# ---- block 1 ----
--- config.mk ---
export PLATFORM = sky130hd
export DESIGN_NAME = inv_round_mix
export DESIGN_NICKNAME = d
export VERILOG_FILES = /design/src/rtl/aes_pkg.sv /design/src/rtl/inv_mix_column.sv /design/src/rtl/inv_round_mix.sv
export SDC_FILE = /design/constraint.sdc
export NUM_CORES = 1
export LEC_CHECK = 0
export CAP_MARGIN = 10
export CORE_MARGIN = 2
export CORE_UTILIZATION = 53
export CTS_CLUSTER_SIZE = 28
export DETAILED_ROUTE_END_ITERATION = 10
export GPL_TIMING_DRIVEN = 0
export PLACE_DENSITY = 0.87
export SYNTH_ARGS = -nofsm -noshare
export SYNTH_HDL_FRONTEND = slang
export SYNTH_SLANG_ARGS = --single-unit
--- constraint.sdc ---
create_clock -name clock -period 7.6 [get_ports clock]
set_input_delay 1.14 -clock clock [delete_from_list [all_inputs] [get_ports clock]]
set_output_delay 1.14 -clock clock [all_outputs]
set_load 0.01 [all_outputs]
--- src/rtl/aes_pkg.sv ---
`default_nettype none
// ============================================================================
//  Module   : aes_pkg
//  Brief    : Shared AES constants, GF(2^8) helpers and FSM encodings.
//  Revision : 1.0 - initial release
// ============================================================================
package aes_pkg;

    localparam int         c_STATE_W = 128;
    localparam int         c_COL_W   = 32;
    localparam logic [7:0] c_GF_RED  = 8'h1B;

    typedef enum logic [1:0] {
        ST_IDLE = 2'd0,
        ST_MIX  = 2'd1,
        ST_DONE = 2'd2
    } state_t;

    function automatic logic [7:0] xtime(input logic [7:0] b);
        return {b[6:0], 1'b0} ^ (b[7] ? c_GF_RED : 8'h00);
    endfunction

    // Each constant multiply reuses the x2/x4/x8 chain, keeping depth at three xtimes.
    function automatic logic [7:0] gmul09(input logic [7:0] b);
        return xtime(xtime(xtime(b))) ^ b;
    endfunction

    function automatic logic [7:0] gmul0b(input logic [7:0] b);
        return xtime(xtime(xtime(b))) ^ xtime(b) ^ b;
    endfunction

    function automatic logic [7:0] gmul0d(input logic [7:0] b);
        return xtime(xtime(xtime(b))) ^ xtime(xtime(b)) ^ b;
    endfunction

    function automatic logic [7:0] gmul0e(input logic [7:0] b);
        return xtime(xtime(xtime(b))) ^ xtime(xtime(b)) ^ xtime(b);
    endfunction

endpackage
`default_nettype wire

--- src/rtl/inv_mix_column.sv ---
`default_nettype none
// ============================================================================
//  Module   : inv_mix_column
//  Brief    : Combinational InvMixColumns transform of one 32-bit column.
//  Revision : 1.0 - initial release
// ============================================================================
module inv_mix_column
    import aes_pkg::*;
(
    input  logic [31:0] col_i,
    output logic [31:0] col_o
);

    logic [7:0] w_s0, w_s1, w_s2, w_s3;

    assign w_s0 = col_i[31:24];
    assign w_s1 = col_i[23:16];
    assign w_s2 = col_i[15:8];
    assign w_s3 = col_i[7:0];

    assign col_o[31:24] = gmul0e(w_s0) ^ gmul0b(w_s1) ^ gmul0d(w_s2) ^ gmul09(w_s3);
    assign col_o[23:16] = gmul09(w_s0) ^ gmul0e(w_s1) ^ gmul0b(w_s2) ^ gmul0d(w_s3);
    assign col_o[15:8]  = gmul0d(w_s0) ^ gmul09(w_s1) ^ gmul0e(w_s2) ^ gmul0b(w_s3);
    assign col_o[7:0]   = gmul0b(w_s0) ^ gmul0d(w_s1) ^ gmul09(w_s2) ^ gmul0e(w_s3);

endmodule
`default_nettype wire

--- src/rtl/inv_round_mix.sv ---
`default_nettype none
// ============================================================================
//  Module   : inv_round_mix
//  Brief    : AddRoundKey then column-serial InvMixColumns, with final-round bypass.
//  Revision : 1.0 - initial release
// ============================================================================
module inv_round_mix
    import aes_pkg::*;
#(
    parameter int NUM_COLS = 4
)(
    input  logic         clock,
    input  logic         reset,
    input  logic         startTransition,
    input  logic         skipMix,
    input  logic [127:0] inputData,
    input  logic [127:0] roundKey,
    output logic [127:0] outputData,
    output logic         dataValid,
    output logic         busy
);

    state_t         state_q;
    logic [1:0]     col_cnt_q;
    logic [127:0]   work_q;
    logic [127:0]   out_q;
    logic           valid_q;
    logic           busy_q;

    logic [31:0]    w_col_in;
    logic [31:0]    w_col_out;
    logic [127:0]   work_d;

    // Column 0 sits in the most significant word of the state.
    always_comb begin
        w_col_in = work_q[c_STATE_W-1 -: c_COL_W];
        for (int c = 0; c < NUM_COLS; c++) begin
            if (col_cnt_q == c[1:0]) begin
                w_col_in = work_q[c_STATE_W-1-c*c_COL_W -: c_COL_W];
            end
        end
    end

    inv_mix_column u_inv_mix_column (
        .col_i (w_col_in),
        .col_o (w_col_out)
    );

    always_comb begin
        work_d = work_q;
        for (int c = 0; c < NUM_COLS; c++) begin
            if (col_cnt_q == c[1:0]) begin
                work_d[c_STATE_W-1-c*c_COL_W -: c_COL_W] = w_col_out;
            end
        end
    end

    always_ff @(posedge clock) begin
        if (reset) begin
            state_q   <= ST_IDLE;
            col_cnt_q <= 2'd0;
            work_q    <= '0;
            out_q     <= '0;
            valid_q   <= 1'b0;
            busy_q    <= 1'b0;
        end else begin
            valid_q <= 1'b0;
            case (state_q)
                ST_IDLE: begin
                    if (startTransition) begin
                        work_q    <= inputData ^ roundKey;
                        col_cnt_q <= 2'd0;
                        busy_q    <= 1'b1;
                        state_q   <= skipMix ? ST_DONE : ST_MIX;
                    end
                end
                ST_MIX: begin
                    work_q    <= work_d;
                    col_cnt_q <= col_cnt_q + 2'd1;
                    if (col_cnt_q == 2'(NUM_COLS - 1)) begin
                        state_q <= ST_DONE;
                    end
                end
                ST_DONE: begin
                    out_q   <= work_q;
                    valid_q <= 1'b1;
                    busy_q  <= 1'b0;
                    state_q <= ST_IDLE;
                end
                default: begin
                    state_q <= ST_IDLE;
                end
            endcase
        end
    end

    assign outputData = out_q;
    assign dataValid  = valid_q;
    assign busy       = busy_q;

endmodule
`default_nettype wire

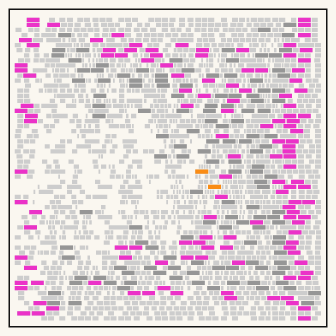
block_1/registers.png
Other sequential cells in the stronger gray, the rest of the logic in the fainter gray.
magenta -> outputData  # sequential cells 128, where all over the die
orange -> state_q  # sequential cells 2
not colored = 132
total area of sequential cells: 0.00525 sq mm
core occupancy in the finished layout: 74.0%
flip-flop and latch power: 1.64 mW

==> notes.md <==
The width of the die came out at 170 microns. The total area inside the core boundary comes to 0.0270 sq mm. Adder and majority gate portion of the synthesized area: 0.343%. Detailed placement reports a standard cell area of 0.0189 sq mm.

The reported combinational group power was 3.11 mW. In this run, placement finished with an instance count of 2257. The share of synthesized area occupied by flip-flops and latches came out at 36.0%.

Across all hold checks on the routed design, the worst slack comes to 0.472 ns. The flow ran to the end, and the final reports show no timing, DRC or antenna violations. The run gives 1137 for the number of logic gates. The global-route usage over all layers is 44.7%.

Deepest level of the CTS H-tree: 1. STA puts the critical path data required time at 8.01 ns. The routed layout has 15.1k vias. The count of final max-slew check failures came out at 0. With the overall overflow remaining after global route at 0, the clock input transition at the sequential cells of the worst setup and hold paths is 0.07 ns. The aoi/oai-family share of the synthesized area is 22.8%, and the area growth from synthesis to layout is 36.7%.

# ---- block 2 ----
block_2/port_nets.png
Scale bar: 20 microns.
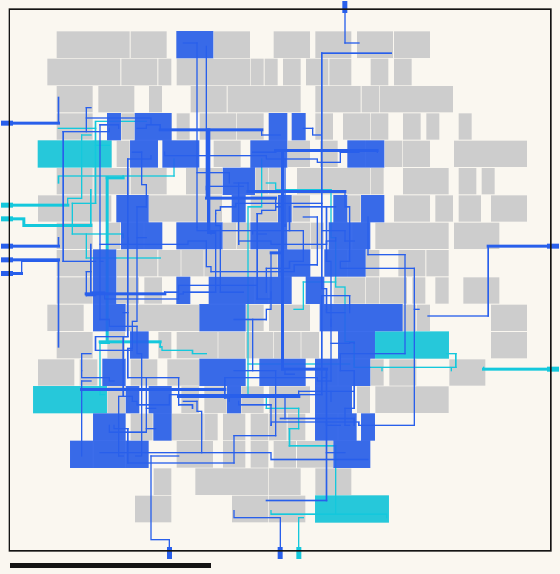
block_2/final_congestion.png
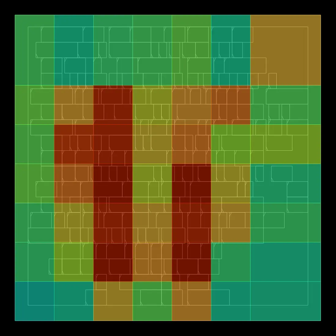
==> src/rtl/cpu_pkg.sv <==
// Shared widths, opcode encoding and instruction layout for the 4-bit core and its ROM.
package cpu_pkg;

  localparam int unsigned DATA_W  = 4;
  localparam int unsigned INSTR_W = 8;
  localparam int unsigned PC_W    = 4;

  typedef enum logic [3:0] {
    OP_ADD_A    = 4'b0000,
    OP_MOV_AB   = 4'b0001,
    OP_IN_A     = 4'b0010,
    OP_MOV_A_IM = 4'b0011,
    OP_MOV_BA   = 4'b0100,
    OP_ADD_B    = 4'b0101,
    OP_IN_B     = 4'b0110,
    OP_MOV_B_IM = 4'b0111,
    OP_OUT_B    = 4'b1001,
    OP_OUT_IM   = 4'b1011,
    OP_JNC      = 4'b1110,
    OP_JMP      = 4'b1111
  } opcode_t;

  typedef struct packed {
    opcode_t           opcode;
    logic [DATA_W-1:0] imm;
  } instr_t;

  // Register write-back source; SRC_OTHER means "the other general register".
  typedef enum logic [1:0] {
    SRC_IMM   = 2'd0,
    SRC_OTHER = 2'd1,
    SRC_IN    = 2'd2,
    SRC_ALU   = 2'd3
  } reg_src_t;

  typedef enum logic [1:0] {
    PC_INC = 2'd0,
    PC_JMP = 2'd1,
    PC_JNC = 2'd2
  } pc_sel_t;

endpackage

==> src/rtl/cpu_alu.sv <==
// Combinational 4-bit adder; the core chooses which register feeds op_a_i.
module cpu_alu
  import cpu_pkg::*;
(
  input  logic [DATA_W-1:0] op_a_i,
  input  logic [DATA_W-1:0] imm_i,
  output logic [DATA_W-1:0] sum_o,
  output logic              carry_o
);

  assign {carry_o, sum_o} = {1'b0, op_a_i} + {1'b0, imm_i};

endmodule

==> src/rtl/cpu_core.sv <==
// Single-cycle 4-bit execution core: fetch from combinational ROM, decode, execute
// one instruction per enabled clock.
module cpu_core
  import cpu_pkg::*;
(
  input  logic               clk,
  input  logic               rst_n,
  input  logic               en,
  output logic [PC_W-1:0]    rom_addr,
  input  logic [INSTR_W-1:0] rom_data,
  input  logic [DATA_W-1:0]  in_port,
  output logic [DATA_W-1:0]  out_port,
  output logic [DATA_W-1:0]  dbg_a,
  output logic [DATA_W-1:0]  dbg_b,
  output logic               dbg_c
);

  logic [PC_W-1:0]   pc_q, pc_d;
  logic [DATA_W-1:0] a_q, a_d;
  logic [DATA_W-1:0] b_q, b_d;
  logic [DATA_W-1:0] out_q, out_d;
  logic              c_q, c_d;

  instr_t            instr;
  logic              a_load, b_load, out_load, out_imm, alu_sel_b, c_from_alu;
  reg_src_t          a_src, b_src;
  pc_sel_t           pc_sel;
  logic [DATA_W-1:0] alu_op, alu_sum;
  logic              alu_carry;
  logic [PC_W-1:0]   pc_inc;

  assign instr = instr_t'(rom_data);

  // Decoder: load enables, operand select and next-PC select.
  always_comb begin
    a_load     = 1'b0;
    b_load     = 1'b0;
    a_src      = SRC_IMM;
    b_src      = SRC_IMM;
    out_load   = 1'b0;
    out_imm    = 1'b0;
    alu_sel_b  = 1'b0;
    c_from_alu = 1'b0;
    pc_sel     = PC_INC;
    case (instr.opcode)
      OP_ADD_A:    begin a_load = 1'b1; a_src = SRC_ALU; c_from_alu = 1'b1; end
      OP_ADD_B:    begin b_load = 1'b1; b_src = SRC_ALU; c_from_alu = 1'b1; alu_sel_b = 1'b1; end
      OP_MOV_A_IM: begin a_load = 1'b1; a_src = SRC_IMM; end
      OP_MOV_B_IM: begin b_load = 1'b1; b_src = SRC_IMM; end
      OP_MOV_AB:   begin a_load = 1'b1; a_src = SRC_OTHER; end
      OP_MOV_BA:   begin b_load = 1'b1; b_src = SRC_OTHER; end
      OP_IN_A:     begin a_load = 1'b1; a_src = SRC_IN; end
      OP_IN_B:     begin b_load = 1'b1; b_src = SRC_IN; end
      OP_OUT_B:    out_load = 1'b1;
      OP_OUT_IM:   begin out_load = 1'b1; out_imm = 1'b1; end
      OP_JMP:      pc_sel = PC_JMP;
      OP_JNC:      pc_sel = PC_JNC;
      default:     pc_sel = PC_INC;
    endcase
  end

  assign alu_op = alu_sel_b ? b_q : a_q;

  cpu_alu u_alu (
    .op_a_i  (alu_op),
    .imm_i   (instr.imm),
    .sum_o   (alu_sum),
    .carry_o (alu_carry)
  );

  assign pc_inc = pc_q + PC_W'(1);

  // Next-state datapath; every non-ADD instruction clears carry.
  always_comb begin
    a_d   = a_q;
    b_d   = b_q;
    out_d = out_q;
    c_d   = c_from_alu ? alu_carry : 1'b0;
    pc_d  = pc_inc;
    if (a_load) begin
      case (a_src)
        SRC_IMM:   a_d = instr.imm;
        SRC_OTHER: a_d = b_q;
        SRC_IN:    a_d = in_port;
        default:   a_d = alu_sum;
      endcase
    end
    if (b_load) begin
      case (b_src)
        SRC_IMM:   b_d = instr.imm;
        SRC_OTHER: b_d = a_q;
        SRC_IN:    b_d = in_port;
        default:   b_d = alu_sum;
      endcase
    end
    if (out_load) begin
      out_d = out_imm ? instr.imm : b_q;
    end
    case (pc_sel)
      PC_JMP:  pc_d = PC_W'(instr.imm);
      PC_JNC:  pc_d = c_q ? pc_inc : PC_W'(instr.imm);
      default: pc_d = pc_inc;
    endcase
  end

  always_ff @(posedge clk) begin
    if (!rst_n) begin
      pc_q  <= '0;
      a_q   <= '0;
      b_q   <= '0;
      c_q   <= 1'b0;
      out_q <= '0;
    end else if (en) begin
      pc_q  <= pc_d;
      a_q   <= a_d;
      b_q   <= b_d;
      c_q   <= c_d;
      out_q <= out_d;
    end
  end

  assign rom_addr = pc_q;
  assign out_port = out_q;
  assign dbg_a    = a_q;
  assign dbg_b    = b_q;
  assign dbg_c    = c_q;

endmodule

==> config.mk <==
export PLATFORM = sky130hd
export DESIGN_NAME = cpu_core
export DESIGN_NICKNAME = d
export VERILOG_FILES = /design/src/rtl/cpu_pkg.sv /design/src/rtl/cpu_alu.sv /design/src/rtl/cpu_core.sv
export SDC_FILE = /design/constraint.sdc
export NUM_CORES = 1
export LEC_CHECK = 0
export CAP_MARGIN = 10
export CORE_MARGIN = 2
export CORE_UTILIZATION = 53
export DETAILED_ROUTE_END_ITERATION = 16
export GPL_TIMING_DRIVEN = 0
export PLACE_DENSITY = 0.94
export SYNTH_ARGS = -nofsm -noshare
export SYNTH_HDL_FRONTEND = slang
export SYNTH_SLANG_ARGS = --single-unit
==> constraint.sdc <==
create_clock -name clk -period 7.4 [get_ports clk]
set_clock_uncertainty 0.05 [all_clocks]
set_input_delay 0.74 -clock clk [delete_from_list [all_inputs] [get_ports clk]]
set_output_delay 0.74 -clock clk [all_outputs]
set_load 0.01 [all_outputs]
==> notes.md <==
The run gives 2750 microns as the half-perimeter wire length after placement. Sequential elements use 25.9% of the synthesized area. The first TritonRoute pass finished after 5 iterations. The run gives 0 as the number of max-cap violations. The number of buffers outside the clock class in the layout came out at 39. STA shows the worst min-delay path finishing at dbg_a[1]. The run gives 1308 as the number of global-route vias before repair. Of the available clock period, the critical path in the final layout requires 46.9%. Across all layers, the routed design uses 1428 vias.

Per the post-place timing report, worst setup slack is 3.68 ns. Kind of critical path: in -> reg. Max fanout on the critical path was recorded as 8. Per the detail_route report, vias per standard cell equal 6.29.

In the layout the commonest cells are 29 x sky130_fd_sc_hd__clkdlybuf4s50_1, 17 x sky130_fd_sc_hd__dfxtp_1, 16 x sky130_fd_sc_hd__nand2_1, 15 x sky130_fd_sc_hd__o21ai_0. The logs give 227 for the final cell count without fillers and 0 for the final number of setup-violating endpoints. The average wire per cell in the routed design was 16.7 microns; the global-route wire length before repair was 5780 microns. The run gives 0 for the number of warning messages in the yosys log. The launch point of the worst register-to-register path is recorded as dbg_b[0]. In the synthesized netlist, the cells that appear most often are 17 x sky130_fd_sc_hd__dfxtp_1, 16 x sky130_fd_sc_hd__nand2_1, 15 x sky130_fd_sc_hd__o21ai_0.

The post-synthesis simple-gate area fraction is 24.0%. With the largest net degree at the start of global routing at 11, the worst IR drop on VDD is 113 uV. The run gives 0.713 nW for the leakage power total.

Setup repair after global routing left no endpoint under its margin. The multi-input combinational area share is 53.5%. The flow ran to the end, and the final reports show no timing, DRC or antenna violations. Summed over all routing layers, the global router reports a total usage of 27.6%.

In the final layout, the share of cells above drive strength 1 is 7.61%.
Notes on block_2/port_nets.png above:
cyan -> dbg_b  # direction output, edge 2 left, 1 right, 1 bottom, end cells 4, buffers 4, wire 242 microns
blue -> rom_data  # direction input, edge 4 left, 2 bottom, 1 top, 1 right, end cells 55, buffers 12, wire 922 microns
buffers added on ports: 29
boundary pin count: 32

Notes on block_2/final_congestion.png above:
core occupancy in the finished layout: 69.2%
GR met2 Demand/Resource: 44.7%


# ---- block 3 ----
File: src/rtl/sync_debounce_edge.sv
// Resynchronises and debounces one async input into a clean level plus rise/fall pulses.
// Define EDGE_CNT_EN to build the rising-edge counter; otherwise edge_cnt is tied to 0.
module sync_debounce_edge #(
    parameter int SYNC_STAGES = 2,
    parameter int DB_CYCLES   = 4,
    parameter int DB_W        = 8,
    parameter int CNT_W       = 8
) (
    input  logic             clk,
    input  logic             rst,
    input  logic             din,
    output logic             level,
    output logic             rise,
    output logic             fall,
    output logic [CNT_W-1:0] edge_cnt
);

    localparam logic [1:0] ST_LO     = 2'd0;
    localparam logic [1:0] ST_CHK_HI = 2'd1;
    localparam logic [1:0] ST_HI     = 2'd2;
    localparam logic [1:0] ST_CHK_LO = 2'd3;

    localparam logic [DB_W-1:0] CNT_LAST = DB_W'(DB_CYCLES - 1);
    localparam logic [DB_W-1:0] CNT_ONE  = DB_W'(1);
    localparam bit              SINGLE   = (DB_CYCLES == 1);

    logic [SYNC_STAGES-1:0] sync_q, sync_d;
    logic [1:0]             state_q, state_d;
    logic [DB_W-1:0]        cnt_q, cnt_d;
    logic                   level_q, level_d;
    logic                   rise_q, rise_d;
    logic                   fall_q, fall_d;
    logic                   s;

    // din enters the design only through this chain
    always_comb begin
        sync_d = {sync_q[SYNC_STAGES-2:0], din};
        s      = sync_q[SYNC_STAGES-1];
    end

    always_comb begin
        state_d = state_q;
        cnt_d   = cnt_q;
        level_d = level_q;
        rise_d  = 1'b0;
        fall_d  = 1'b0;
        case (state_q)
            ST_LO: begin
                if (s) begin
                    if (SINGLE) begin
                        state_d = ST_HI;
                        level_d = 1'b1;
                        rise_d  = 1'b1;
                        cnt_d   = '0;
                    end else begin
                        state_d = ST_CHK_HI;
                        cnt_d   = CNT_ONE;
                    end
                end else begin
                    cnt_d = '0;
                end
            end
            ST_CHK_HI: begin
                if (!s) begin
                    state_d = ST_LO;
                    cnt_d   = '0;
                end else if (cnt_q == CNT_LAST) begin
                    state_d = ST_HI;
                    level_d = 1'b1;
                    rise_d  = 1'b1;
                    cnt_d   = '0;
                end else begin
                    cnt_d = cnt_q + CNT_ONE;
                end
            end
            ST_HI: begin
                if (!s) begin
                    if (SINGLE) begin
                        state_d = ST_LO;
                        level_d = 1'b0;
                        fall_d  = 1'b1;
                        cnt_d   = '0;
                    end else begin
                        state_d = ST_CHK_LO;
                        cnt_d   = CNT_ONE;
                    end
                end else begin
                    cnt_d = '0;
                end
            end
            ST_CHK_LO: begin
                if (s) begin
                    state_d = ST_HI;
                    cnt_d   = '0;
                end else if (cnt_q == CNT_LAST) begin
                    state_d = ST_LO;
                    level_d = 1'b0;
                    fall_d  = 1'b1;
                    cnt_d   = '0;
                end else begin
                    cnt_d = cnt_q + CNT_ONE;
                end
            end
            default: begin
                state_d = ST_LO;
                cnt_d   = '0;
                level_d = 1'b0;
            end
        endcase
    end

    always_ff @(posedge clk or posedge rst) begin
        if (rst) begin
            sync_q  <= '0;
            state_q <= ST_LO;
            cnt_q   <= '0;
            level_q <= 1'b0;
            rise_q  <= 1'b0;
            fall_q  <= 1'b0;
        end else begin
            sync_q  <= sync_d;
            state_q <= state_d;
            cnt_q   <= cnt_d;
            level_q <= level_d;
            rise_q  <= rise_d;
            fall_q  <= fall_d;
        end
    end

    assign level = level_q;
    assign rise  = rise_q;
    assign fall  = fall_q;

`ifdef EDGE_CNT_EN
    logic [CNT_W-1:0] edge_cnt_q, edge_cnt_d;

    // counts in step with the registered rise pulse; wraps naturally
    always_comb begin
        edge_cnt_d = edge_cnt_q + {{(CNT_W-1){1'b0}}, rise_d};
    end

    always_ff @(posedge clk or posedge rst) begin
        if (rst) begin
            edge_cnt_q <= '0;
        end else begin
            edge_cnt_q <= edge_cnt_d;
        end
    end

    assign edge_cnt = edge_cnt_q;
`else
    assign edge_cnt = '0;
`endif

endmodule
File: config.mk
export PLATFORM = sky130hd
export DESIGN_NAME = sync_debounce_edge
export DESIGN_NICKNAME = d
export VERILOG_FILES = /design/src/rtl/sync_debounce_edge.sv
export SDC_FILE = /design/constraint.sdc
export NUM_CORES = 1
export LEC_CHECK = 0
export CAP_MARGIN = 20
export CORE_ASPECT_RATIO = 1.1
export CORE_MARGIN = 2
export CORE_UTILIZATION = 49
export DETAILED_ROUTE_END_ITERATION = 8
export PLACE_DENSITY = 0.81
export SETUP_SLACK_MARGIN = 0.15
export SLEW_MARGIN = 20
export SYNTH_ARGS = -nofsm -noshare
export SYNTH_HDL_FRONTEND = slang
export SYNTH_SLANG_ARGS = --single-unit
File: constraint.sdc
create_clock -name clk -period 2 [get_ports clk]
set_input_delay 0.4 -clock clk [delete_from_list [all_inputs] [get_ports clk]]
set_output_delay 0.4 -clock clk [all_outputs]
set_load 0.03 [all_outputs]
==> notes.md <==
Most frequent cell after synthesis: sky130_fd_sc_hd__dfrtp_1. The run finished with clean final reports. Counting flops per register, the top entry is cnt_q. Number of flip-flops under the largest register name: 8.

The smallest setup slack after layout was 0.259 ns. The floorplan step records an initial core utilization of 53.6%. On met1, the global router reports a usage of 17.2%.

For reference, the top cells by count after synthesis are 15 x sky130_fd_sc_hd__dfrtp_1, 8 x sky130_fd_sc_hd__buf_4. The multi-input combinational area share was 40.1%. The adder and majority gate portion of the synthesized area was 1.64%. For the buffers inserted during post-CTS setup optimization, the log shows 0.

The run gives 0 as the final number of hold-violating endpoints. The number of antenna diodes in the final layout is 0. In this run, distinct cell masters in the synthesized netlist total 28. With the area occupied by registers at 375 sq um, the deepest level of the CTS H-tree is 1.

Counting the warning lines in the Yosys log gives 0. Measured along the x axis, the die boundary spans 41.6 microns. The global-route wire length before repair came out at 2060 microns. The run gives 0.00142 sq mm as the placeable core area. Counting flops with an async set or reset pin after synthesis yields a share of 100%.

The worst path in the final design needs a cycle of 1.74 ns, including I/O delays and setup. Before antenna repair, the detailed router went through 3 iterations. Nets still carrying antenna violations after routing amount to 0.

The timing report gives the clock slew at the launch and capture registers of the worst setup and hold paths as 0.08 ns.
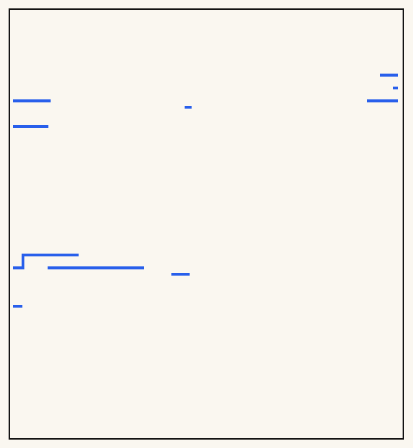
block_3/met3.png
share of all routed wire = 2.7%
wire length on this layer = 32.4 microns
main direction = horizontal
nets with wire on the layer = 8
longest straight run = 9.90 microns
final routed wirelength across all metal layers: 1200 microns
global-route track usage on met3: 4.00%
vias post-DR: 499


# ---- block 4 ----
block_4/pins.png
Pins as bars across the die edge, other pins in gray.
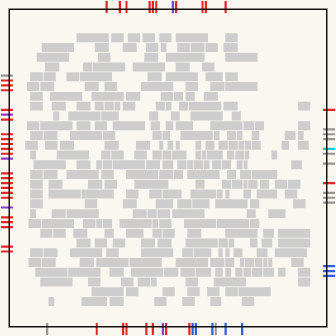
block_4/metal_stack.png
Only two layers are drawn.
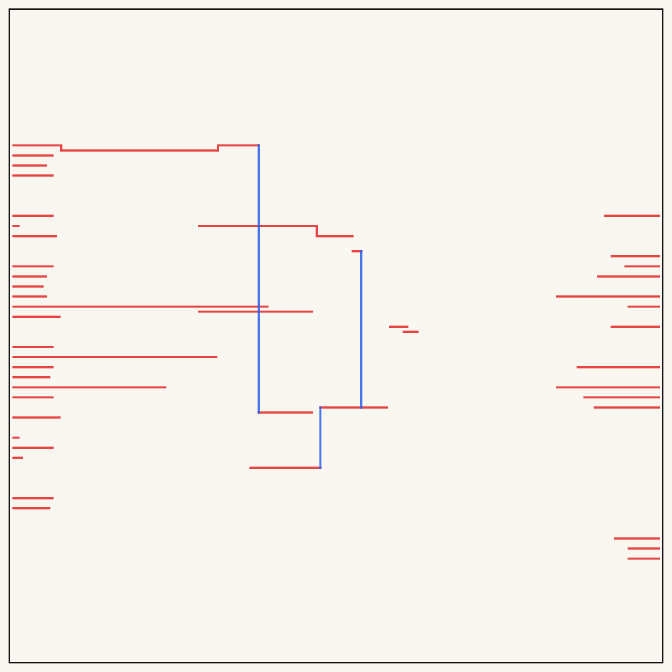
### src/rtl/maxterm_sweep_engine_if.sv
// Handshake and data bundle for maxterm_sweep_engine.
// The master side requests sweeps and consumes rows; the slave side is the engine.
// Optional MINTERM_MODE_EN adds the mode_min select line.
interface maxterm_sweep_engine_if #(
  parameter int N_IN   = 3,
  parameter int N_FUNC = 5,
  parameter int CNT_W  = 8
);
  localparam int R = 1 << N_IN;

  logic                  start;
  logic                  abort;
  logic [N_FUNC*R-1:0]   mask;
`ifdef MINTERM_MODE_EN
  logic                  mode_min;
`endif
  logic                  out_ready;
  logic                  out_valid;
  logic [N_IN-1:0]       out_idx;
  logic [N_FUNC-1:0]     out_bits;
  logic                  out_last;
  logic                  busy;
  logic                  done;
  logic [CNT_W-1:0]      sweep_cnt;

  modport master (
`ifdef MINTERM_MODE_EN
    output mode_min,
`endif
    output start, abort, mask, out_ready,
    input  out_valid, out_idx, out_bits, out_last, busy, done, sweep_cnt
  );

  modport slave (
`ifdef MINTERM_MODE_EN
    input  mode_min,
`endif
    input  start, abort, mask, out_ready,
    output out_valid, out_idx, out_bits, out_last, busy, done, sweep_cnt
  );
endinterface

### src/rtl/maxterm_sweep_engine.sv
// Sequential truth-table generator for N_FUNC product-of-maxterms functions.
// On start the masks are latched and every input combination 0..2^N_IN-1 is
// streamed as one row per accepted valid/ready beat, then a one-cycle done
// pulse bumps a saturating completed-sweep counter.
// Optional macro MINTERM_MODE_EN adds a mode_min input selecting minterm
// (non-inverted) interpretation of the masks, latched together with them.
module maxterm_sweep_engine #(
  parameter int N_IN   = 3,
  parameter int N_FUNC = 5,
  parameter int CNT_W  = 8
) (
  input logic                  clk,
  input logic                  rst_n,
  maxterm_sweep_engine_if.slave bus
);
  localparam int R     = 1 << N_IN;
  localparam int IDX_W = N_IN + 1;
  localparam logic [IDX_W-1:0] LAST_IDX = IDX_W'(R - 1);

  typedef enum logic [1:0] {IDLE, SWEEP, DONE} state_t;

  state_t              state_q, state_d;
  logic [IDX_W-1:0]    idx_q, idx_d;
  logic [N_FUNC*R-1:0] mask_q, mask_d;
  logic [CNT_W-1:0]    cnt_q, cnt_d;
`ifdef MINTERM_MODE_EN
  logic                mode_q, mode_d;
`endif

  logic                sweeping;
  logic                is_last;
  logic                accept;
  logic [N_FUNC-1:0]   row_bits;

  assign sweeping = (state_q == SWEEP);
  assign is_last  = (idx_q == LAST_IDX);
  assign accept   = sweeping && bus.out_ready;

  // Pick each function's mask bit for the current row
  for (genvar f = 0; f < N_FUNC; f++) begin : g_func
    logic [R-1:0] fmask;
    assign fmask       = mask_q[f*R +: R];
    assign row_bits[f] = fmask[idx_q[N_IN-1:0]];
  end

  // State, row index, latched masks and sweep counter
  always_ff @(posedge clk or negedge rst_n) begin
    if (!rst_n) begin
      state_q <= IDLE;
      idx_q   <= '0;
      mask_q  <= '0;
      cnt_q   <= '0;
`ifdef MINTERM_MODE_EN
      mode_q  <= 1'b0;
`endif
    end else begin
      state_q <= state_d;
      idx_q   <= idx_d;
      mask_q  <= mask_d;
      cnt_q   <= cnt_d;
`ifdef MINTERM_MODE_EN
      mode_q  <= mode_d;
`endif
    end
  end

  // Next-state: abort beats start in IDLE and beats an accept in SWEEP
  always_comb begin
    state_d = state_q;
    idx_d   = idx_q;
    mask_d  = mask_q;
    cnt_d   = cnt_q;
`ifdef MINTERM_MODE_EN
    mode_d  = mode_q;
`endif
    case (state_q)
      IDLE: begin
        if (bus.start && !bus.abort) begin
          mask_d  = bus.mask;
`ifdef MINTERM_MODE_EN
          mode_d  = bus.mode_min;
`endif
          idx_d   = '0;
          state_d = SWEEP;
        end
      end
      SWEEP: begin
        if (bus.abort) begin
          state_d = IDLE;
        end else if (accept) begin
          if (is_last) state_d = DONE;
          else         idx_d   = idx_q + IDX_W'(1);
        end
      end
      DONE: begin
        if (cnt_q != {CNT_W{1'b1}}) cnt_d = cnt_q + CNT_W'(1);
        state_d = IDLE;
      end
      default: state_d = IDLE;
    endcase
  end

  // Row outputs are forced to zero outside SWEEP so idle/reset read as all-zero
  always_comb begin
    bus.out_valid = sweeping;
    bus.busy      = sweeping;
    bus.done      = (state_q == DONE);
    bus.sweep_cnt = cnt_q;
    bus.out_idx   = '0;
    bus.out_bits  = '0;
    bus.out_last  = 1'b0;
    if (sweeping) begin
      bus.out_idx  = idx_q[N_IN-1:0];
      bus.out_last = is_last;
`ifdef MINTERM_MODE_EN
      bus.out_bits = mode_q ? row_bits : ~row_bits;
`else
      bus.out_bits = ~row_bits;
`endif
    end
  end
endmodule
### src/flat_wrapper.sv
// flat-port wrapper written by rule: the top's interface ports become plain ports
module maxterm_sweep_engine_flat 
#(
  parameter int N_IN   = 3,
  parameter int N_FUNC = 5,
  parameter int CNT_W  = 8
)
  (clk, rst_n, bus_start, bus_abort, bus_mask, bus_out_ready, bus_out_valid, bus_out_idx, bus_out_bits, bus_out_last, bus_busy, bus_done, bus_sweep_cnt);
  maxterm_sweep_engine_if #(.N_IN(N_IN), .N_FUNC(N_FUNC), .CNT_W(CNT_W)) bus_i ();
  input logic clk;
  input logic rst_n;
  input wire logic [$bits(bus_i.start)-1:0] bus_start;
  input wire logic [$bits(bus_i.abort)-1:0] bus_abort;
  input wire logic [$bits(bus_i.mask)-1:0] bus_mask;
  input wire logic [$bits(bus_i.out_ready)-1:0] bus_out_ready;
  output wire logic [$bits(bus_i.out_valid)-1:0] bus_out_valid;
  output wire logic [$bits(bus_i.out_idx)-1:0] bus_out_idx;
  output wire logic [$bits(bus_i.out_bits)-1:0] bus_out_bits;
  output wire logic [$bits(bus_i.out_last)-1:0] bus_out_last;
  output wire logic [$bits(bus_i.busy)-1:0] bus_busy;
  output wire logic [$bits(bus_i.done)-1:0] bus_done;
  output wire logic [$bits(bus_i.sweep_cnt)-1:0] bus_sweep_cnt;
  assign bus_i.start = bus_start;
  assign bus_i.abort = bus_abort;
  assign bus_i.mask = bus_mask;
  assign bus_i.out_ready = bus_out_ready;
  assign bus_out_valid = bus_i.out_valid;
  assign bus_out_idx = bus_i.out_idx;
  assign bus_out_bits = bus_i.out_bits;
  assign bus_out_last = bus_i.out_last;
  assign bus_busy = bus_i.busy;
  assign bus_done = bus_i.done;
  assign bus_sweep_cnt = bus_i.sweep_cnt;
  maxterm_sweep_engine #(.N_IN(N_IN), .N_FUNC(N_FUNC), .CNT_W(CNT_W)) u_core (.clk(clk), .rst_n(rst_n), .bus(bus_i));
endmodule
### config.mk
export PLATFORM = sky130hd
export DESIGN_NAME = maxterm_sweep_engine_flat
export DESIGN_NICKNAME = d
export VERILOG_FILES = /design/src/rtl/maxterm_sweep_engine_if.sv /design/src/rtl/maxterm_sweep_engine.sv /design/src/flat_wrapper.sv
export SDC_FILE = /design/constraint.sdc
export NUM_CORES = 1
export LEC_CHECK = 0
export CORE_MARGIN = 4
export CORE_UTILIZATION = 40
export CTS_BUF_LIST = sky130_fd_sc_hd__clkbuf_4 sky130_fd_sc_hd__clkbuf_8 sky130_fd_sc_hd__clkbuf_16
export CTS_CLUSTER_SIZE = 24
export DETAILED_ROUTE_END_ITERATION = 7
export MAX_ROUTING_LAYER = met4
export PLACE_DENSITY = 0.67
export SLEW_MARGIN = 20
export SYNTH_ARGS = -nofsm -noshare
export SYNTH_HDL_FRONTEND = slang
export SYNTH_SLANG_ARGS = --single-unit
export TNS_END_PERCENT = 100
### constraint.sdc
create_clock -name clk -period 2 [get_ports clk]
set_input_delay 0.5 -clock clk [delete_from_list [all_inputs] [get_ports clk]]
set_output_delay 0.5 -clock clk [all_outputs]
set_load 0.01 [all_outputs]
==> notes.md <==
The flow ran to the end, but the final reports show violations. The final reports fail on negative setup slack. The smallest setup slack after layout was -0.0497 ns.

The die is 88.0 microns wide. Setup repair after global routing could not meet its margin everywhere. The highest supply drop recorded on VDD is 464 uV.

Summing over the stages, the warning tally comes to 28. The met3 track demand over resource was 4.42%. The run gives 0 as the overall overflow remaining after global route.

For this configuration, the core starts out at a cell density of 42.2%. The mapped netlist covers 0.00256 sq mm. The clock tree synthesis step divided the H-tree into 2 levels.

Hold timing on the final database bottoms out at a slack of 0.176 ns. The net count of the mapped netlist was 248; the final cell count without fillers was 369. The tools report the end of the worst register-to-register path as u_core.idx_q[1]. The cell-mix breakdown from Yosys lists the compound-gate area share as 8.51%. The run gives 0.719 mW for the reported combinational group power. For the final routed database, the setup TNS stands at -0.116 ns. From the final report, the count of setup violators was given as 4.

After synthesis, the design contains 201 cells according to Yosys. The clock distribution area overhead in the final layout was 3.11%. The post-layout net count was 341. The run gives 0.730 mW as the net switching component of the power.
Notes on block_4/pins.png above:
blue -> bus_sweep_cnt  # pins 8, direction output, edge 5 bottom, 3 right
red -> bus_mask  # pins 40, direction input, edge 21 left, 10 top, 7 bottom, 2 right
cyan -> bus_out_last  # pins 1, direction output, edge right
purple -> bus_out_bits  # pins 5, direction output, edge 3 left, 1 top, 1 bottom

Notes on block_4/metal_stack.png above:
red -> met3  # wire length 388 microns
blue -> met4  # wire length 65.3 microns


# ---- block 5 ----
block_5/met3.png
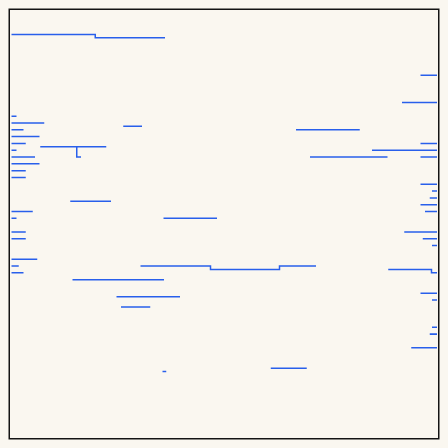
block_5/pins.png
Pins as bars across the die edge, other pins in gray.
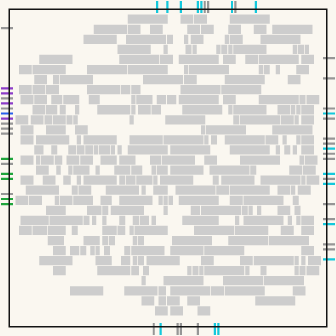
`src/rtl/ctrl_mem_read.sv`:
```
// Read-side controller for the local data memory: streams rd_len words from
// start_addr onto an AXI-stream master, hiding the 1-cycle read latency.
module ctrl_mem_read #(
    parameter int DEPTH  = 16,
    parameter int ADDR_W = 4,
    parameter int DATA_W = 16
) (
    input  logic              clk,
    input  logic              reset,
    input  logic              start,
    input  logic [ADDR_W-1:0] start_addr,
    input  logic [ADDR_W:0]   rd_len,
    output logic [ADDR_W-1:0] mem_addr,
    output logic              mem_rd_en,
    input  logic [DATA_W-1:0] mem_rd_data,
    output logic [DATA_W-1:0] m_data,
    output logic              m_valid,
    input  logic              m_ready,
    output logic              m_last,
    output logic              busy,
    output logic              done
);

    localparam logic [ADDR_W-1:0] LAST_ADDR = ADDR_W'(DEPTH - 1);
    localparam logic [ADDR_W:0]   MAX_LEN   = (ADDR_W + 1)'(DEPTH);

    typedef enum logic [1:0] {
        S_IDLE = 2'd0,
        S_RUN  = 2'd1,
        S_DONE = 2'd2
    } state_t;

    state_t              state;
    state_t              state_next;
    logic [ADDR_W-1:0]   addr_cnt;
    logic [ADDR_W:0]     issue_cnt;
    logic [ADDR_W:0]     beat_cnt;
    logic                pending;
    logic [1:0]          buf_count;
    logic [1:0]          wr_ptr;
    logic [1:0]          rd_ptr;
    logic [DATA_W-1:0]   fifo_q [3];
    logic [2:0]          occupancy;
    logic                start_ok;
    logic                pop;

    // Stream handshake: a beat transfers on a rising edge where m_valid and
    // m_ready are both high; m_data/m_last hold while m_valid waits for m_ready.
    always_comb begin
        state_next = state;
        start_ok   = start && (rd_len != '0) && (rd_len <= MAX_LEN);
        occupancy  = {1'b0, buf_count} + {2'b00, pending};
        m_valid    = (buf_count != 2'd0);
        pop        = m_valid && m_ready;
        m_last     = m_valid && (beat_cnt == (ADDR_W + 1)'(1));
        m_data     = m_valid ? fifo_q[rd_ptr] : '0;
        busy       = (state != S_IDLE);
        done       = (state == S_DONE);
        // Issue depends only on registered state, never on m_ready.
        mem_rd_en  = (state == S_RUN) && (issue_cnt != '0) && (occupancy < 3'd3);
        mem_addr   = addr_cnt;

        case (state)
            S_IDLE:  if (start_ok) state_next = S_RUN;
            S_RUN:   if (pop && m_last) state_next = S_DONE;
            S_DONE:  state_next = S_IDLE;
            default: state_next = S_IDLE;
        endcase
    end

    always_ff @(posedge clk or negedge reset) begin
        if (!reset) begin
            state     <= S_IDLE;
            addr_cnt  <= '0;
            issue_cnt <= '0;
            beat_cnt  <= '0;
            pending   <= 1'b0;
            buf_count <= 2'd0;
            wr_ptr    <= 2'd0;
            rd_ptr    <= 2'd0;
        end else begin
            state   <= state_next;
            pending <= mem_rd_en;

            if (state == S_IDLE && start_ok) begin
                addr_cnt  <= start_addr;
                issue_cnt <= rd_len;
                beat_cnt  <= rd_len;
            end else if (mem_rd_en) begin
                addr_cnt  <= (addr_cnt == LAST_ADDR) ? '0 : addr_cnt + 1'b1;
                issue_cnt <= issue_cnt - 1'b1;
            end

            if (pending) begin
                wr_ptr <= (wr_ptr == 2'd2) ? 2'd0 : wr_ptr + 2'd1;
            end

            if (pop) begin
                rd_ptr   <= (rd_ptr == 2'd2) ? 2'd0 : rd_ptr + 2'd1;
                beat_cnt <= beat_cnt - 1'b1;
            end

            case ({pending, pop})
                2'b10:   buf_count <= buf_count + 2'd1;
                2'b01:   buf_count <= buf_count - 2'd1;
                default: buf_count <= buf_count;
            endcase
        end
    end

    // Data storage needs no reset: buf_count decides what is valid.
    always_ff @(posedge clk) begin
        if (pending) begin
            fifo_q[wr_ptr] <= mem_rd_data;
        end
    end

endmodule

```
`config.mk`:
```
export PLATFORM = sky130hd
export DESIGN_NAME = ctrl_mem_read
export DESIGN_NICKNAME = d
export VERILOG_FILES = /design/src/rtl/ctrl_mem_read.sv
export SDC_FILE = /design/constraint.sdc
export NUM_CORES = 1
export LEC_CHECK = 0
export CAP_MARGIN = 20
export CORE_UTILIZATION = 45
export CTS_BUF_LIST = sky130_fd_sc_hd__clkbuf_16
export DETAILED_ROUTE_END_ITERATION = 12
export PLACE_DENSITY = 0.69
export SYNTH_ARGS = -nofsm -noshare
export SYNTH_HDL_FRONTEND = slang
export SYNTH_SLANG_ARGS = --single-unit
```
`constraint.sdc`:
```
create_clock -name clk -period 4.1 [get_ports clk]
set_input_delay 0.41 -clock clk [delete_from_list [all_inputs] [get_ports clk]]
set_output_delay 0.41 -clock clk [all_outputs]
set_load 0.01 [all_outputs]
```
==> notes.md <==
The flow ran to the end, and the final reports show no timing, DRC or antenna violations. The layout report lists the clock-cell share of area as 7.07%. 156 cells are multi-input combinational gates. Cells with a size suffix above 1 make up 10.2% of the layout. Most frequent logic cell in the layout: sky130_fd_sc_hd__clkdlybuf4s50_1. The script logs the ratio of routed vias to standard cells as 5.39. For the smallest setup slack after layout, the log shows 1.27 ns. STA lists the endpoint of the worst register-to-register path as issue_cnt[3].

The timing report notes that buffer and inverter cells on the critical path total 2. In the synthesized netlist, mux cells make up 7.39% of the area. The run gives 2120 for the via count.

After routing, the total negative slack on setup checks comes to 0 ns. Routed signal wires occupy layers up through met4. For the deepest level of the CTS H-tree, the log shows 3. TritonCTS built the clock tree. Number of buffers outside the clock class in the layout: 60. For reference, compound AND-OR and OR-AND cells occupy 8.90% of the area reported after synthesis.

The tools report the part of the power in combinational logic as 41.7%. Per the finish-stage timing summary, setup violations number 0. By startpoint and endpoint, the worst setup path is classified as reg -> out. Family of cells with the greatest summed delay on the critical path: buffers and inverters.

Yosys mapped the design onto 41 distinct sky130hd cell types. At the worst endpoint, the arrival time is 2.42 ns. In this run the critical path is formed by ha_1 -> ha_1 -> nor3b_2 -> nand3_2 -> inv_1 -> clkdlybuf4s50_1.

Before any placement, the netlist area is recorded as 0.00313 sq mm. At the end of the flow the core is filled with cells to 60.7%.
About block_5/met3.png:
share of all routed wire = 4.9%
longest straight run = 17.9 microns
nets with wire on the layer = 46

About block_5/pins.png:
blue -> mem_rd_en  # pins 1, direction output, edge left
cyan -> mem_rd_data  # pins 16, direction input, edge 7 top, 6 right, 3 bottom
green -> rd_len  # pins 5, direction input, edge left
purple -> mem_addr  # pins 4, direction output, edge left
buffers added on ports: 53
horizontal extent of the die: 85.5 microns
chip height: 85.5 microns


# ---- block 6 ----
block_6/final_congestion.png
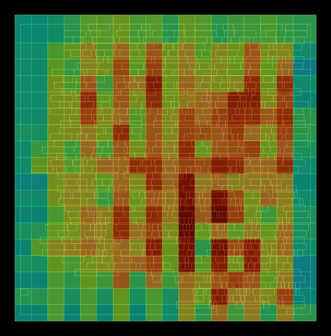
--- src/rtl/led_row_scanner_pkg.sv ---
// rtl/led_row_scanner_pkg.sv - shared constants, FSM encoding and helpers for the LED row scanner
package led_row_scanner_pkg;

  localparam int ROW_NUM         = 8;
  localparam int ROW_W           = 3;
  localparam int COL_NUM_DEFAULT = 8;

  typedef enum logic [1:0] {
    SCAN_IDLE  = 2'd0,
    SCAN_BLANK = 2'd1,
    SCAN_DRIVE = 2'd2
  } scan_state_e;

  function automatic int max_int(input int a, input int b);
    return (a > b) ? a : b;
  endfunction

endpackage

--- src/rtl/led_frame_buffer.sv ---
// rtl/led_frame_buffer.sv - double-buffered 8-row frame store with front/back select and write port
module led_frame_buffer
  import led_row_scanner_pkg::*;
#(
  parameter int COL_NUM = COL_NUM_DEFAULT
) (
  input  logic               clk,
  input  logic               rst,
  input  logic               wr_en,
  input  logic [ROW_W-1:0]   wr_row,
  input  logic [COL_NUM-1:0] wr_data,
  input  logic               swap,
  input  logic [ROW_W-1:0]   rd_row,
  output logic [COL_NUM-1:0] front_data,
  output logic [COL_NUM-1:0] back_data
);

  logic [COL_NUM-1:0] bank_a [ROW_NUM];
  logic [COL_NUM-1:0] bank_b [ROW_NUM];
  logic               front_sel;

  // A write coincident with a swap uses the old select, so it lands in the bank becoming front.
  always_ff @(posedge clk or posedge rst) begin
    if (rst) begin
      front_sel <= 1'b0;
      for (int i = 0; i < ROW_NUM; i++) begin
        bank_a[i] <= '0;
        bank_b[i] <= '0;
      end
    end else begin
      if (wr_en) begin
        if (front_sel) begin
          bank_a[wr_row] <= wr_data;
        end else begin
          bank_b[wr_row] <= wr_data;
        end
      end
      if (swap) begin
        front_sel <= ~front_sel;
      end
    end
  end

  assign front_data = front_sel ? bank_b[rd_row] : bank_a[rd_row];
  assign back_data  = front_sel ? bank_a[rd_row] : bank_b[rd_row];

endmodule

--- src/rtl/led_row_scanner.sv ---
// rtl/led_row_scanner.sv - blanked row scan FSM with frame-boundary buffer swap for the LED matrix
module led_row_scanner
  import led_row_scanner_pkg::*;
#(
  parameter int COL_NUM      = COL_NUM_DEFAULT,
  parameter int DWELL_CYCLES = 1000,
  parameter int BLANK_CYCLES = 16
) (
  input  logic               clk_i,
  input  logic               rst_i,
  input  logic               scan_en_i,
  input  logic               wr_en_i,
  input  logic [ROW_W-1:0]   wr_row_i,
  input  logic [COL_NUM-1:0] wr_data_i,
  input  logic               swap_req_i,
  output logic [ROW_W-1:0]   row_sel_o,
  output logic               decoder_en_o,
  output logic [COL_NUM-1:0] col_data_o,
  output logic               frame_start_o,
  output logic               swap_ack_o,
  output logic               swap_pending_o
);

  localparam int               CNT_W      = $clog2(max_int(DWELL_CYCLES, BLANK_CYCLES)) + 1;
  localparam logic [CNT_W-1:0] BLANK_LOAD = CNT_W'(BLANK_CYCLES - 1);
  localparam logic [CNT_W-1:0] DWELL_LOAD = CNT_W'(DWELL_CYCLES - 1);
  localparam logic [ROW_W-1:0] LAST_ROW   = ROW_W'(ROW_NUM - 1);

  scan_state_e        state_q, state_nxt;
  logic [CNT_W-1:0]   cnt_q, cnt_nxt;
  logic [ROW_W-1:0]   row_nxt;
  logic               enter_row;
  logic               frame_nxt;
  logic               swap_do;
  logic               service;
  logic [COL_NUM-1:0] front_data;
  logic [COL_NUM-1:0] back_data;
  logic [COL_NUM-1:0] entry_data;

  led_frame_buffer #(
    .COL_NUM (COL_NUM)
  ) u_frame_buffer (
    .clk        (clk_i),
    .rst        (rst_i),
    .wr_en      (wr_en_i),
    .wr_row     (wr_row_i),
    .wr_data    (wr_data_i),
    .swap       (swap_do),
    .rd_row     (row_nxt),
    .front_data (front_data),
    .back_data  (back_data)
  );

  // A request arriving on the boundary edge itself is serviced there, never carried over.
  assign service = swap_pending_o | swap_req_i;

  always_comb begin
    state_nxt = state_q;
    cnt_nxt   = cnt_q;
    row_nxt   = row_sel_o;
    enter_row = 1'b0;
    frame_nxt = 1'b0;
    swap_do   = 1'b0;
    if (!scan_en_i) begin
      state_nxt = SCAN_IDLE;
      cnt_nxt   = '0;
      row_nxt   = '0;
    end else begin
      case (state_q)
        SCAN_IDLE: begin
          state_nxt = SCAN_BLANK;
          cnt_nxt   = BLANK_LOAD;
          row_nxt   = '0;
          enter_row = 1'b1;
          frame_nxt = 1'b1;
          swap_do   = service;
        end
        SCAN_BLANK: begin
          if (cnt_q == '0) begin
            state_nxt = SCAN_DRIVE;
            cnt_nxt   = DWELL_LOAD;
          end else begin
            cnt_nxt = cnt_q - 1'b1;
          end
        end
        SCAN_DRIVE: begin
          if (cnt_q == '0) begin
            state_nxt = SCAN_BLANK;
            cnt_nxt   = BLANK_LOAD;
            enter_row = 1'b1;
            if (row_sel_o == LAST_ROW) begin
              row_nxt   = '0;
              frame_nxt = 1'b1;
              swap_do   = service;
            end else begin
              row_nxt = row_sel_o + ROW_W'(1);
            end
          end else begin
            cnt_nxt = cnt_q - 1'b1;
          end
        end
        default: begin
          state_nxt = SCAN_IDLE;
          cnt_nxt   = '0;
          row_nxt   = '0;
        end
      endcase
    end
  end

  // On a swap the back bank becomes front this edge; forward a same-cycle write to it.
  always_comb begin
    entry_data = front_data;
    if (swap_do) begin
      entry_data = (wr_en_i && (wr_row_i == row_nxt)) ? wr_data_i : back_data;
    end
  end

  always_ff @(posedge clk_i or posedge rst_i) begin
    if (rst_i) begin
      state_q        <= SCAN_IDLE;
      cnt_q          <= '0;
      row_sel_o      <= '0;
      decoder_en_o   <= 1'b0;
      col_data_o     <= '0;
      frame_start_o  <= 1'b0;
      swap_ack_o     <= 1'b0;
      swap_pending_o <= 1'b0;
    end else begin
      state_q       <= state_nxt;
      cnt_q         <= cnt_nxt;
      row_sel_o     <= row_nxt;
      decoder_en_o  <= (state_nxt == SCAN_DRIVE);
      frame_start_o <= frame_nxt;
      swap_ack_o    <= swap_do;
      if (state_nxt == SCAN_IDLE) begin
        col_data_o <= '0;
      end else if (enter_row) begin
        col_data_o <= entry_data;
      end
      swap_pending_o <= swap_do ? 1'b0 : (swap_pending_o | swap_req_i);
    end
  end

endmodule

--- config.mk ---
export PLATFORM = sky130hd
export DESIGN_NAME = led_row_scanner
export DESIGN_NICKNAME = d
export VERILOG_FILES = /design/src/rtl/led_row_scanner_pkg.sv /design/src/rtl/led_frame_buffer.sv /design/src/rtl/led_row_scanner.sv
export SDC_FILE = /design/constraint.sdc
export NUM_CORES = 1
export LEC_CHECK = 0
export CAP_MARGIN = 20
export CORE_AREA = 2 2 125 127
export CTS_BUF_LIST = sky130_fd_sc_hd__clkbuf_8 sky130_fd_sc_hd__clkbuf_16
export CTS_CLUSTER_SIZE = 12
export DETAILED_ROUTE_END_ITERATION = 10
export DIE_AREA = 0 0 127 129
export DONT_BUFFER_PORTS = 1
export PLACE_DENSITY_LB_ADDON = 0.25
export SYNTH_ARGS = -nofsm -noshare
export SYNTH_HDL_FRONTEND = slang
export SYNTH_SLANG_ARGS = --single-unit
--- constraint.sdc ---
create_clock -name clk_i -period 9.6 [get_ports clk_i]
set_input_delay 1.44 -clock clk_i [delete_from_list [all_inputs] [get_ports clk_i]]
set_output_delay 1.44 -clock clk_i [all_outputs]
set_load 0.005 [all_outputs]
==> notes.md <==
Hold analysis lists the worst path endpoint as u_frame_buffer.bank_b[22]. TritonCTS built the clock tree. In the placement report, post-DP HPWL is listed as 12100 microns. With the starting density of the core at 54.1%, the width of the die is 127 microns.

With the adder and majority gate portion of the synthesized area at 1.24%, the maximum number of buffers from clock root to sink is 2. The clock buffers instantiated in the layout total 19. According to the I/O placement log, the pin count is 31. The run gives 1 for the cell depth of the worst hold path.

By instance count after routing, the leading logic cell types are 157 x sky130_fd_sc_hd__dfrtp_1, 128 x sky130_fd_sc_hd__mux2_2, 77 x sky130_fd_sc_hd__mux2i_1, 30 x sky130_fd_sc_hd__nor2_1, 30 x sky130_fd_sc_hd__nand2_1. The buffering overhead was 0.472%. The stat command in Yosys gives a chip area of 0.00810 sq mm. The power report attributes to the sequential group a share of 43.3%. The run gives 647 for the synthesized instance count. The flow ran to the end, and the final reports show no timing, DRC or antenna violations. Combinational power for this build is 0.831 mW. The repair_antennas step left the layout with diodes totalling 0.
Notes on block_6/final_congestion.png above:
global-route track usage on met3: 5.03%
overall routing resource usage: 24.0%
routed wirelength normalized by instance count: 22.5 microns
core occupancy in the finished layout: 58.4%
met1 usage in global routing: 33.6%



==> layout pictures side by side <==
Routed metal, one color a layer.
Only two layers are drawn.
Plate I
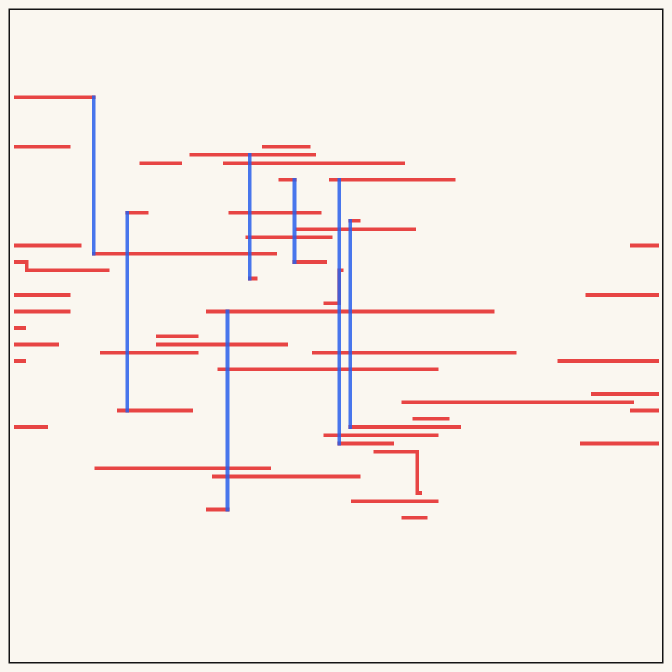
Plate II
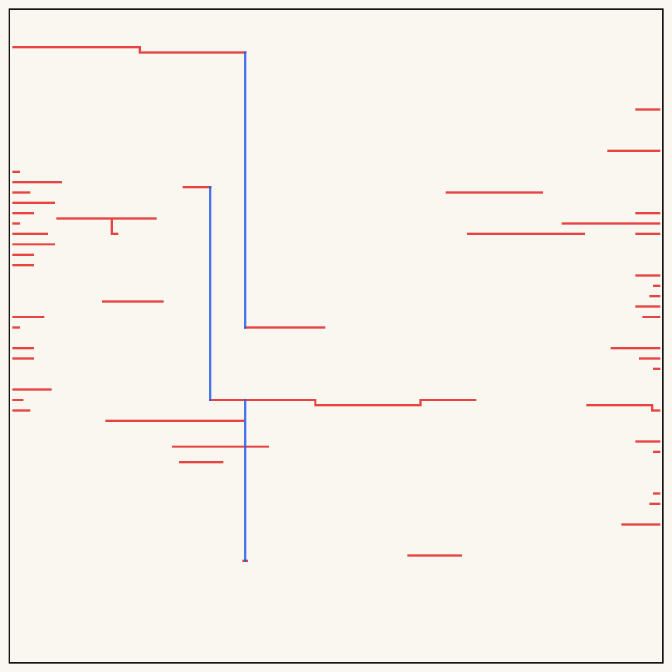
Plate III
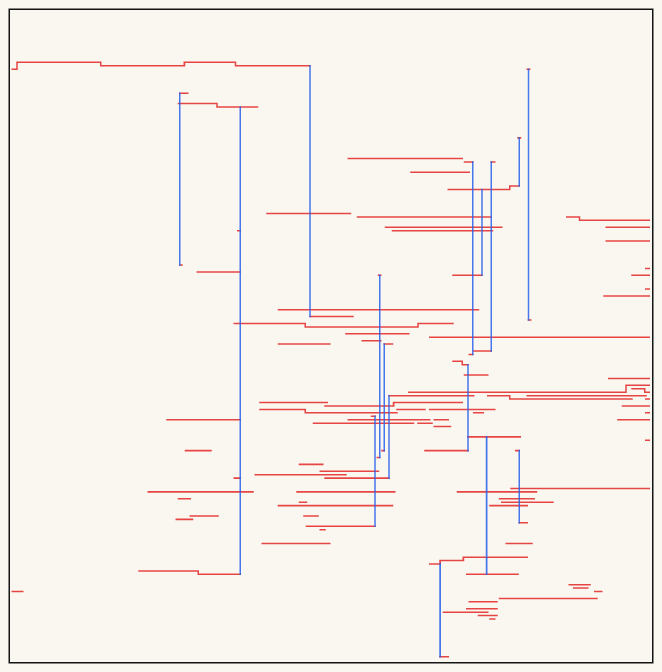
Plate IV
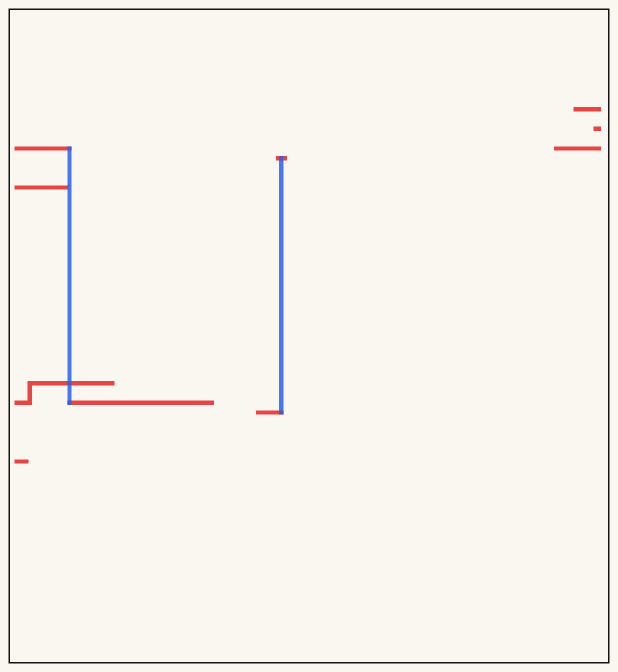
Plate V
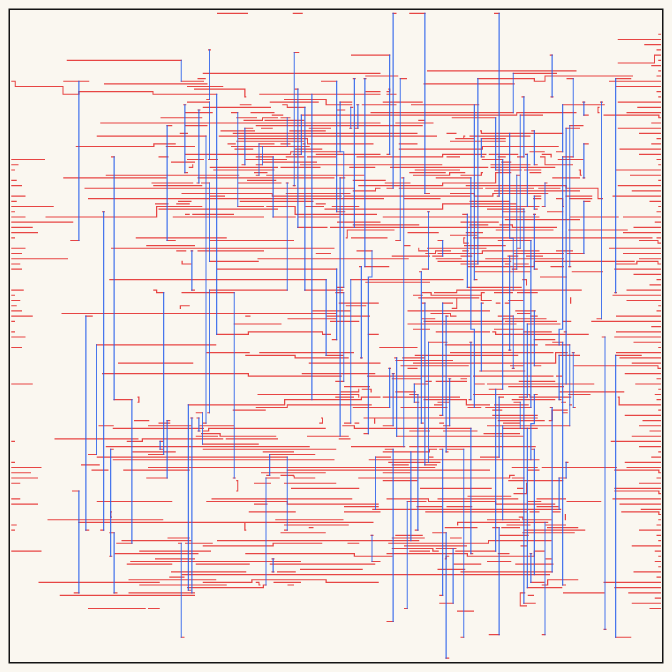
- block 5 = Plate II
- block 1 = Plate V
- block 2 = Plate I
- block 6 = Plate III
- block 3 = Plate IV
Of these, least wire: Plate IV
Of these, most wire: Plate V

Power and IR drop assume default switching activity.
